==================== sd_sector_rd
==> sd_sector_rd/placement_by_type.png <==
Scale: 4 px per um. Fill, decap, tap and diode cells in grey.
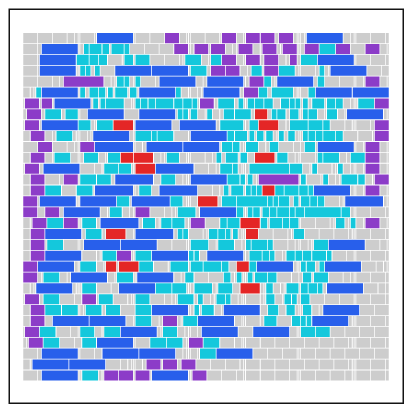

===== src/rtl/sd_sector_rd.sv =====
// Wishbone master that drives the sdspi byte-exchange slave through one SD CMD17
// single-block read in SPI mode, and streams the 512 data bytes out on valid/ready.
module sd_sector_rd #(
  parameter int BLK_ADDR    = 1,
  parameter int R1_TRIES    = 8,
  parameter int TOKEN_TRIES = 4096
) (
  input  logic        wb_clk_i,
  input  logic        wb_rst_i,
  input  logic        start,
  input  logic [31:0] lba,
  output logic        busy,
  output logic        done,
  output logic        err,
  output logic [1:0]  err_code,
  output logic [7:0]  rd_dat,
  output logic        rd_vld,
  input  logic        rd_rdy,
  output logic [8:0]  m_dat_o,
  input  logic [7:0]  m_dat_i,
  output logic        m_we_o,
  output logic [1:0]  m_sel_o,
  output logic        m_cyc_o,
  output logic        m_stb_o,
  input  logic        m_ack_i
);

  typedef enum logic [3:0] {
    S_IDLE, S_CS_ON, S_CMD, S_R1, S_TOKEN, S_DATA, S_CRC, S_CS_OFF, S_DONE
  } state_t;

  localparam logic [12:0] R1_LAST  = 13'(R1_TRIES - 1);
  localparam logic [12:0] TOK_LAST = 13'(TOKEN_TRIES - 1);

  state_t      state_q, state_d;
  logic        cyc_q, cyc_d;
  logic [8:0]  tx_q, tx_d;
  logic [31:0] arg_q, arg_d;
  logic [12:0] cnt_q, cnt_d;
  logic [8:0]  dcnt_q, dcnt_d;
  logic [7:0]  rd_dat_q, rd_dat_d;
  logic        vld_q, vld_d;
  logic [1:0]  code_q, code_d;
  logic [7:0]  cmd_byte;
  logic        need_xchg;

  always_comb begin
    cmd_byte = 8'hFF;
    case (cnt_q[2:0])
      3'd0:    cmd_byte = 8'h51;
      3'd1:    cmd_byte = arg_q[31:24];
      3'd2:    cmd_byte = arg_q[23:16];
      3'd3:    cmd_byte = arg_q[15:8];
      3'd4:    cmd_byte = arg_q[7:0];
      default: cmd_byte = 8'hFF;
    endcase
  end

  // Every state between IDLE and DONE runs exchanges, except DATA while a byte is pending.
  assign need_xchg = (state_q != S_IDLE) && (state_q != S_DONE) &&
                     !((state_q == S_DATA) && vld_q);

  always_comb begin
    state_d  = state_q;
    cyc_d    = cyc_q;
    tx_d     = tx_q;
    arg_d    = arg_q;
    cnt_d    = cnt_q;
    dcnt_d   = dcnt_q;
    rd_dat_d = rd_dat_q;
    vld_d    = vld_q;
    code_d   = code_q;

    if (state_q == S_IDLE && start) begin
      arg_d   = (BLK_ADDR != 0) ? lba : {lba[22:0], 9'b0};
      code_d  = 2'd0;
      cnt_d   = '0;
      dcnt_d  = '0;
      state_d = S_CS_ON;
    end

    if (state_q == S_DONE) state_d = S_IDLE;

    if (!cyc_q && need_xchg) begin
      cyc_d = 1'b1;
      if (state_q == S_CS_OFF)   tx_d = 9'h1FF;
      else if (state_q == S_CMD) tx_d = {1'b0, cmd_byte};
      else                       tx_d = 9'h0FF;
    end

    if (cyc_q && m_ack_i) begin
      cyc_d = 1'b0;
      case (state_q)
        S_CS_ON: begin
          cnt_d   = '0;
          state_d = S_CMD;
        end
        S_CMD: begin
          if (cnt_q == 13'd5) begin
            cnt_d   = '0;
            state_d = S_R1;
          end else cnt_d = cnt_q + 13'd1;
        end
        S_R1: begin
          if (!m_dat_i[7]) begin
            cnt_d = '0;
            if (m_dat_i == 8'h00) state_d = S_TOKEN;
            else begin
              code_d  = 2'd1;
              state_d = S_CS_OFF;
            end
          end else if (cnt_q == R1_LAST) begin
            code_d  = 2'd3;
            state_d = S_CS_OFF;
          end else cnt_d = cnt_q + 13'd1;
        end
        S_TOKEN: begin
          if (m_dat_i == 8'hFE) begin
            dcnt_d  = '0;
            state_d = S_DATA;
          end else if (m_dat_i != 8'hFF) begin
            code_d  = 2'd2;
            state_d = S_CS_OFF;
          end else if (cnt_q == TOK_LAST) begin
            code_d  = 2'd3;
            state_d = S_CS_OFF;
          end else cnt_d = cnt_q + 13'd1;
        end
        S_DATA: begin
          rd_dat_d = m_dat_i;
          vld_d    = 1'b1;
        end
        S_CRC: begin
          if (cnt_q == 13'd1) state_d = S_CS_OFF;
          else cnt_d = cnt_q + 13'd1;
        end
        S_CS_OFF: state_d = S_DONE;
        default: ;
      endcase
    end

    if (state_q == S_DATA && vld_q && rd_rdy) begin
      vld_d = 1'b0;
      if (dcnt_q == 9'd511) begin
        cnt_d   = '0;
        state_d = S_CRC;
      end else dcnt_d = dcnt_q + 9'd1;
    end
  end

  always_ff @(posedge wb_clk_i or posedge wb_rst_i) begin
    if (wb_rst_i) begin
      state_q  <= S_IDLE;
      cyc_q    <= 1'b0;
      tx_q     <= 9'h1FF;
      arg_q    <= '0;
      cnt_q    <= '0;
      dcnt_q   <= '0;
      rd_dat_q <= '0;
      vld_q    <= 1'b0;
      code_q   <= '0;
    end else begin
      state_q  <= state_d;
      cyc_q    <= cyc_d;
      tx_q     <= tx_d;
      arg_q    <= arg_d;
      cnt_q    <= cnt_d;
      dcnt_q   <= dcnt_d;
      rd_dat_q <= rd_dat_d;
      vld_q    <= vld_d;
      code_q   <= code_d;
    end
  end

  assign busy     = (state_q != S_IDLE) && (state_q != S_DONE);
  assign done     = (state_q == S_DONE);
  assign err      = (state_q == S_DONE) && (code_q != 2'd0);
  assign err_code = code_q;
  assign rd_dat   = rd_dat_q;
  assign rd_vld   = vld_q;
  assign m_dat_o  = tx_q;
  assign m_cyc_o  = cyc_q;
  assign m_stb_o  = cyc_q;
  assign m_we_o   = cyc_q;
  assign m_sel_o  = {2{cyc_q}};

endmodule


===== config.mk =====
export PLATFORM = sky130hd
export DESIGN_NAME = sd_sector_rd
export DESIGN_NICKNAME = d
export VERILOG_FILES = /design/src/rtl/sd_sector_rd.sv
export SDC_FILE = /design/constraint.sdc
export NUM_CORES = 1
export LEC_CHECK = 0
export CAP_MARGIN = 40
export CORE_MARGIN = 3
export CORE_UTILIZATION = 49
export DETAILED_ROUTE_END_ITERATION = 16
export GPL_ROUTABILITY_DRIVEN = 0
export MAX_ROUTING_LAYER = met4
export PLACE_DENSITY = 0.73
export SLEW_MARGIN = 20
export SYNTH_ARGS = -nofsm -noshare
export SYNTH_HDL_FRONTEND = slang
export SYNTH_SLANG_ARGS = --single-unit

===== constraint.sdc =====
create_clock -name wb_clk_i -period 6.28 [get_ports wb_clk_i]
set_clock_uncertainty 0.05 [all_clocks]
set_input_delay 0.628 -clock wb_clk_i [delete_from_list [all_inputs] [get_ports wb_clk_i]]
set_output_delay 0.628 -clock wb_clk_i [all_outputs]
set_load 0.02 [all_outputs]

==================== ram_ctrl4x4
`config.mk`:
```
export PLATFORM = sky130hd
export DESIGN_NAME = ram_ctrl4x4
export DESIGN_NICKNAME = d
export VERILOG_FILES = /design/src/rtl/ram_ctrl4x4_pkg.sv /design/src/rtl/ram_ctrl4x4_addr_dec2to4.sv /design/src/rtl/ram_ctrl4x4.sv
export SDC_FILE = /design/constraint.sdc
export NUM_CORES = 1
export LEC_CHECK = 0
export CAP_MARGIN = 20
export CORE_ASPECT_RATIO = 0.7
export CORE_MARGIN = 4
export CORE_UTILIZATION = 51
export CTS_BUF_LIST = sky130_fd_sc_hd__clkbuf_4 sky130_fd_sc_hd__clkbuf_8
export CTS_CLUSTER_DIAMETER = 60
export DETAILED_ROUTE_END_ITERATION = 12
export PLACE_DENSITY = 0.92
export SYNTH_ARGS = -nofsm -noshare
export SYNTH_HDL_FRONTEND = slang
export SYNTH_SLANG_ARGS = --single-unit
```
`constraint.sdc`:
```
create_clock -name clk -period 2.7 [get_ports clk]
set_input_delay 0.675 -clock clk [delete_from_list [all_inputs] [get_ports clk]]
set_output_delay 0.675 -clock clk [all_outputs]
set_load 0.005 [all_outputs]
```
`src/rtl/ram_ctrl4x4_pkg.sv`:
```
// Shared sizes and FSM state encoding for the 4x4 RAM access controller.
package ram_ctrl4x4_pkg;

  localparam int unsigned WORDS  = 4;
  localparam int unsigned ADDR_W = 2;
  localparam int unsigned DATA_W = 4;
  localparam int unsigned CNT_W  = 8;

  typedef logic [2:0] state_t;

  localparam state_t StIdle  = 3'd0;
  localparam state_t StSetup = 3'd1;
  localparam state_t StWrite = 3'd2;
  localparam state_t StRead  = 3'd3;
  localparam state_t StDone  = 3'd4;

endpackage

```
`src/rtl/ram_ctrl4x4_addr_dec2to4.sv`:
```
// Combinational 2-to-4 one-hot word decoder with enable.
module addr_dec2to4
  import ram_ctrl4x4_pkg::*;
(
  input  logic              en,
  input  logic [ADDR_W-1:0] addr,
  output logic [WORDS-1:0]  sel
);

  always_comb begin
    sel = '0;
    if (en) begin
      sel[addr] = 1'b1;
    end
  end

endmodule

```
`src/rtl/ram_ctrl4x4.sv`:
```
// Sequences single-word accesses to four external 4-bit storage cells:
// IDLE -> SETUP -> WRITE/READ -> DONE -> IDLE, one access every 4 cycles.
module ram_ctrl4x4
  import ram_ctrl4x4_pkg::*;
(
  input  logic              clk,
  input  logic              clear,
  input  logic              req,
  input  logic              we,
  input  logic [ADDR_W-1:0] addr,
  input  logic [DATA_W-1:0] wdata,
  output logic              ready,
  output logic [WORDS-1:0]  sel,
  output logic              wr_en,
  output logic [DATA_W-1:0] data_bus,
  input  logic [DATA_W-1:0] rd_bus,
  output logic              ack,
  output logic [DATA_W-1:0] rdata,
  output logic              ack_we,
  output logic [CNT_W-1:0]  wr_count,
  output logic [CNT_W-1:0]  rd_count
);

  state_t              state_q, state_d;
  logic                we_q;
  logic [ADDR_W-1:0]   addr_q;
  logic [DATA_W-1:0]   wdata_q;
  logic                ready_q, wr_en_q, ack_q;
  logic [DATA_W-1:0]   rdata_q;
  logic [CNT_W-1:0]    wr_cnt_q, rd_cnt_q;
  logic                accept;
  logic                dec_en;

  assign accept = (state_q == StIdle) && req && ready_q;

  always_comb begin
    state_d = state_q;
    case (state_q)
      StIdle:  if (accept) state_d = StSetup;
      StSetup: state_d = we_q ? StWrite : StRead;
      StWrite: state_d = StDone;
      StRead:  state_d = StDone;
      StDone:  state_d = StIdle;
      default: state_d = StIdle;
    endcase
  end

  always_ff @(posedge clk or posedge clear) begin
    if (clear) begin
      state_q  <= StIdle;
      we_q     <= 1'b0;
      addr_q   <= '0;
      wdata_q  <= '0;
      ready_q  <= 1'b0;
      wr_en_q  <= 1'b0;
      ack_q    <= 1'b0;
      rdata_q  <= '0;
      wr_cnt_q <= '0;
      rd_cnt_q <= '0;
    end else begin
      state_q <= state_d;
      ready_q <= (state_d == StIdle);
      wr_en_q <= (state_d == StWrite);
      ack_q   <= (state_d == StDone);
      if (accept) begin
        we_q    <= we;
        addr_q  <= addr;
        wdata_q <= wdata;
      end
      if (state_q == StWrite && wr_cnt_q != '1) begin
        wr_cnt_q <= wr_cnt_q + CNT_W'(1);
      end
      if (state_q == StRead) begin
        rdata_q <= rd_bus;
        if (rd_cnt_q != '1) begin
          rd_cnt_q <= rd_cnt_q + CNT_W'(1);
        end
      end
    end
  end

  // Select is gated by the registered state so clear drops it without a clock.
  assign dec_en = (state_q == StSetup) || (state_q == StWrite) || (state_q == StRead);

  addr_dec2to4 u_dec (
    .en   (dec_en),
    .addr (addr_q),
    .sel  (sel)
  );

  assign ready    = ready_q;
  assign wr_en    = wr_en_q;
  assign data_bus = wdata_q;
  assign ack      = ack_q;
  assign ack_we   = we_q;
  assign rdata    = rdata_q;
  assign wr_count = wr_cnt_q;
  assign rd_count = rd_cnt_q;

endmodule

```
==> ram_ctrl4x4/layer_met3.png <==
Scale: 6 px per um.
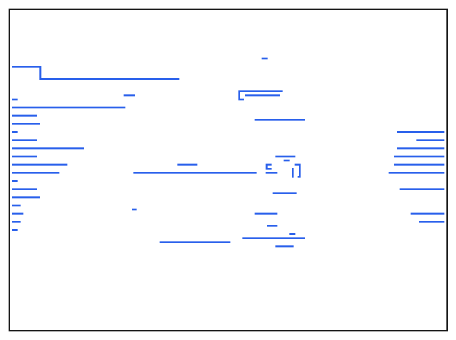
longest straight run: 23.0 um
share of all routed wire: 7.5%

==> flow.log, ram_ctrl4x4 <==
[flow] final metrics
[metrics] Post-route DRC: 0
[metrics] switching fraction of total power: 0.3265
[metrics] number of cells produced by synthesis: 130
[metrics] post-synthesis area per instance: 11.51 um^2
[metrics] count of tool warnings: 26
[metrics] dominant combinational cell family by area after synthesis: simple AND/OR/NAND/NOR gates
[metrics] post-CTS setup buffers: 0
[metrics] synth unique cells: 36
[metrics] final core occ: 0.7384
[metrics] Clock Power Share: 0.187
[metrics] kind of critical path: reg -> out
[metrics] Max Cap Violations: 0
[metrics] relative area change from synthesis to final layout: 38.29%
[metrics] Worst Path Required: 2.03 ns
[metrics] post-detailed-placement half-perimeter wirelength: 2.525 mm
[metrics] main flop type: dfrtp_1
[metrics] Int Pwr: 1379 uW
[metrics] crit path DAT: 1.71 ns
[metrics] Post-Place Cells: 209
[metrics] Sinks on Clock Net: 33
[metrics] startpoint types: flop
[metrics] run status: finished clean
[metrics] portion of synthesized cell area occupied by the leading cell type: 0.5518
[ram_ctrl4x4: tightest hold or removal path: stages, from the launching register on]
cell     delay, ns
dfrtp_1       0.34
nand2_1       0.05
nand2_1       0.06
[ram_ctrl4x4: cell type report]
class                      count  area (um^2)  share of cell area
inverter                       6        22.52             0.01088
multi-input combinational     88        626.9              0.3029
sequential                    33        825.8              0.3990
tap                           36        45.04             0.02177
timing repair buffer          46        457.9              0.2213
clock buffer                   8        91.34             0.04414
[ram_ctrl4x4: final timing paths]
kind                       startpoint     endpoint  slack [ns]  depth (start not counted)
min                          rdata[2]     rdata[2]        0.47                          2
min in group asynchronous       clear     rdata[3]        0.79                          3
max                        state_q[0]       sel[2]        0.31                          3
max in group asynchronous       clear  data_bus[3]        1.62                          3
min reg2reg                  rdata[2]     rdata[2]        0.47                          2
max reg2reg                state_q[2]  rd_count[7]        0.94                          3
[ram_ctrl4x4: layout by cell type (no fill, tap or decap), types with 5 or more instances in the layout]
cell              n
clkbuf_8          5
nand4_1           5
clkdlybuf4s50_1  45
mux2_2           14
nand2_1          19
inv_1             6
dfrtp_1          33
==> sd_sector_rd/sizes.png <==
Scale: 4 px per um.
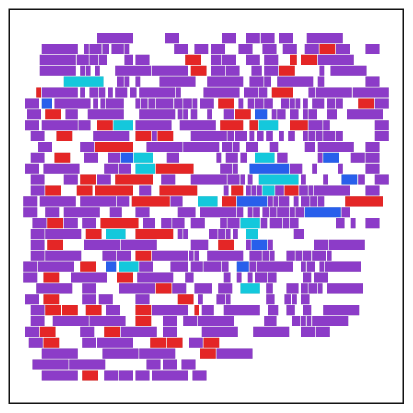
| size | colour | cells |
|---|---|---|
| _6 and larger | cyan | 14 |
| _2 cells | red | 60 |
| _0 and _1 cells | purple | 362 |
| _3 and _4 cells | blue | 11 |

Notes on sd_sector_rd/placement_by_type.png above:
| class | colour | cells | share of their area |
|---|---|---|---|
| combinational and other logic | cyan | 276 | 41% |
| other buffers and delay cells | purple | 76 | 16% |
| clock drivers and dummy loads | red | 16 | 3.8% |
| flops | blue | 79 | 40% |

==> flow.log, sd_sector_rd <==
[flow] final metrics
[metrics] fmax: 309.7 MHz
[metrics] kind of critical path: reg -> out
[metrics] antenna violation net count after detailed routing: 0
[metrics] number of cells in Yosys stat: 378
[metrics] average wire per standard cell: 17.27 um
[metrics] CTS root buffer: clkbuf_8
[metrics] # rows: 32
[metrics] placed standard-cell area: 0.004946 mm^2
[metrics] cell accounting for the most synthesized area: dfrtp_1
[metrics] worst reg2reg setup slack: 3.48 ns
[metrics] Combinational Gates: 264
[metrics] detailed-route via count: 3218
[metrics] post-route fraction of the period consumed by the critical path: 0.5141
[metrics] switching fraction of total power: 0.3526
[metrics] Detail Route met3 WL: 563 um
[metrics] crit path DAT: 2.55 ns
[metrics] part of the Yosys area used for sequential elements: 0.4778
[metrics] startpoint types: flop
[metrics] most instantiated cells after synthesis: dfrtp_1 (70), mux2_2 (41), nor2_1 (30)
[metrics] area taken by flip-flops and latches: 0.001988 mm^2
[metrics] Top Layout Cells: clkdlybuf4s50_1 (72), dfrtp_1 (70), mux2_2 (41)
[metrics] Routed met2 length: 4.625 mm
[metrics] power attributed to sequential cells: 812 uW
[metrics] max-slew violation total from the final report: 0
[metrics] count of flip-flops and latches: 79
[metrics] met2 layer usage reported by global route: 0.3293
[metrics] run status: finished clean
[metrics] post-route worst hold slack: 0.4505 ns
[metrics] unrepaired setup endpoints after global routing: false
[metrics] # resized after CTS: 0
[metrics] relative area of clock buffers and inverters in the final design: 0.03679
[metrics] portion of total power attributed to combinational logic: 0.335
[metrics] via count of the first global-routing pass: 3244
-- sd_sector_rd: worst min path at each step --
stage | endpoint | start | cells after the start | slack [ns]
after floorplan | dcnt_q[7] | dcnt_q[7] | 1 | 0.40
after global placement | m_dat_o[8] | m_dat_o[8] | 2 | 0.42
after detailed placement | dcnt_q[7] | dcnt_q[7] | 1 | 0.43
after CTS | dcnt_q[7] | dcnt_q[7] | 1 | 0.45
after global routing | m_dat_o[8] | m_dat_o[8] | 2 | 0.47
final | m_dat_o[8] | m_dat_o[8] | 2 | 0.45
-- sd_sector_rd: cell families after synthesis --
kind of cell,Yosys count
buffers and inverters,35
DFF,79
muxes,44
and+or+nand+nor,125
adders and majority gates,7
AOI/OAI and AO/OA,81
xor gates and xnor gates,7
-- sd_sector_rd: worst max-delay path: stages, from the launching register on --
cell and delay, ns:
dfrtp_1 0.63, nor3_1 0.60, and2_1 0.25, o21a_1 0.12
clkdlybuf4s50_1 0.59
-- sd_sector_rd: registers in the layout (all words and copies together) (netlist names) --
signal / count
arg_q: 32
cnt_q: 13
dcnt_q: 9
err_code: 2
m_cyc_o: 1
m_dat_o: 9
rd_dat: 8
rd_vld: 1
state_q: 4


==> notes/layouts.md <==
Pictures saved along the way, in no particular order.

Gate-type map.
Scale: 4 px per um.
(a)
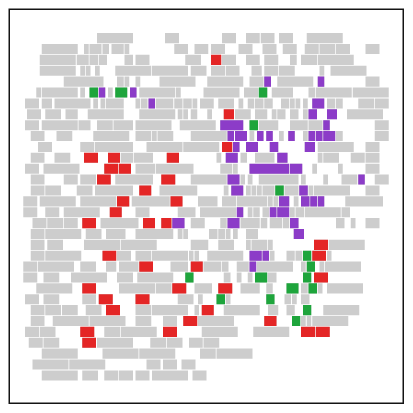
(b)
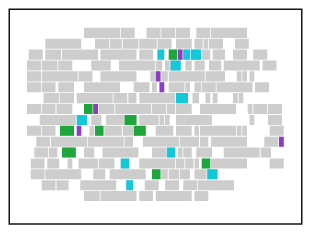
Of these, most cells: (a)
Of these, largest die: (a)
- ram_ctrl4x4 = (b)
- sd_sector_rd = (a)

Key to (a):
| family | colour | cells |
|---|---|---|
| AND and OR gates | green | 16 |
| inverting AOI/OAI gates | purple | 44 |
| AND-OR and OR-AND gates | red | 37 |

Power and IR drop assume default switching activity.
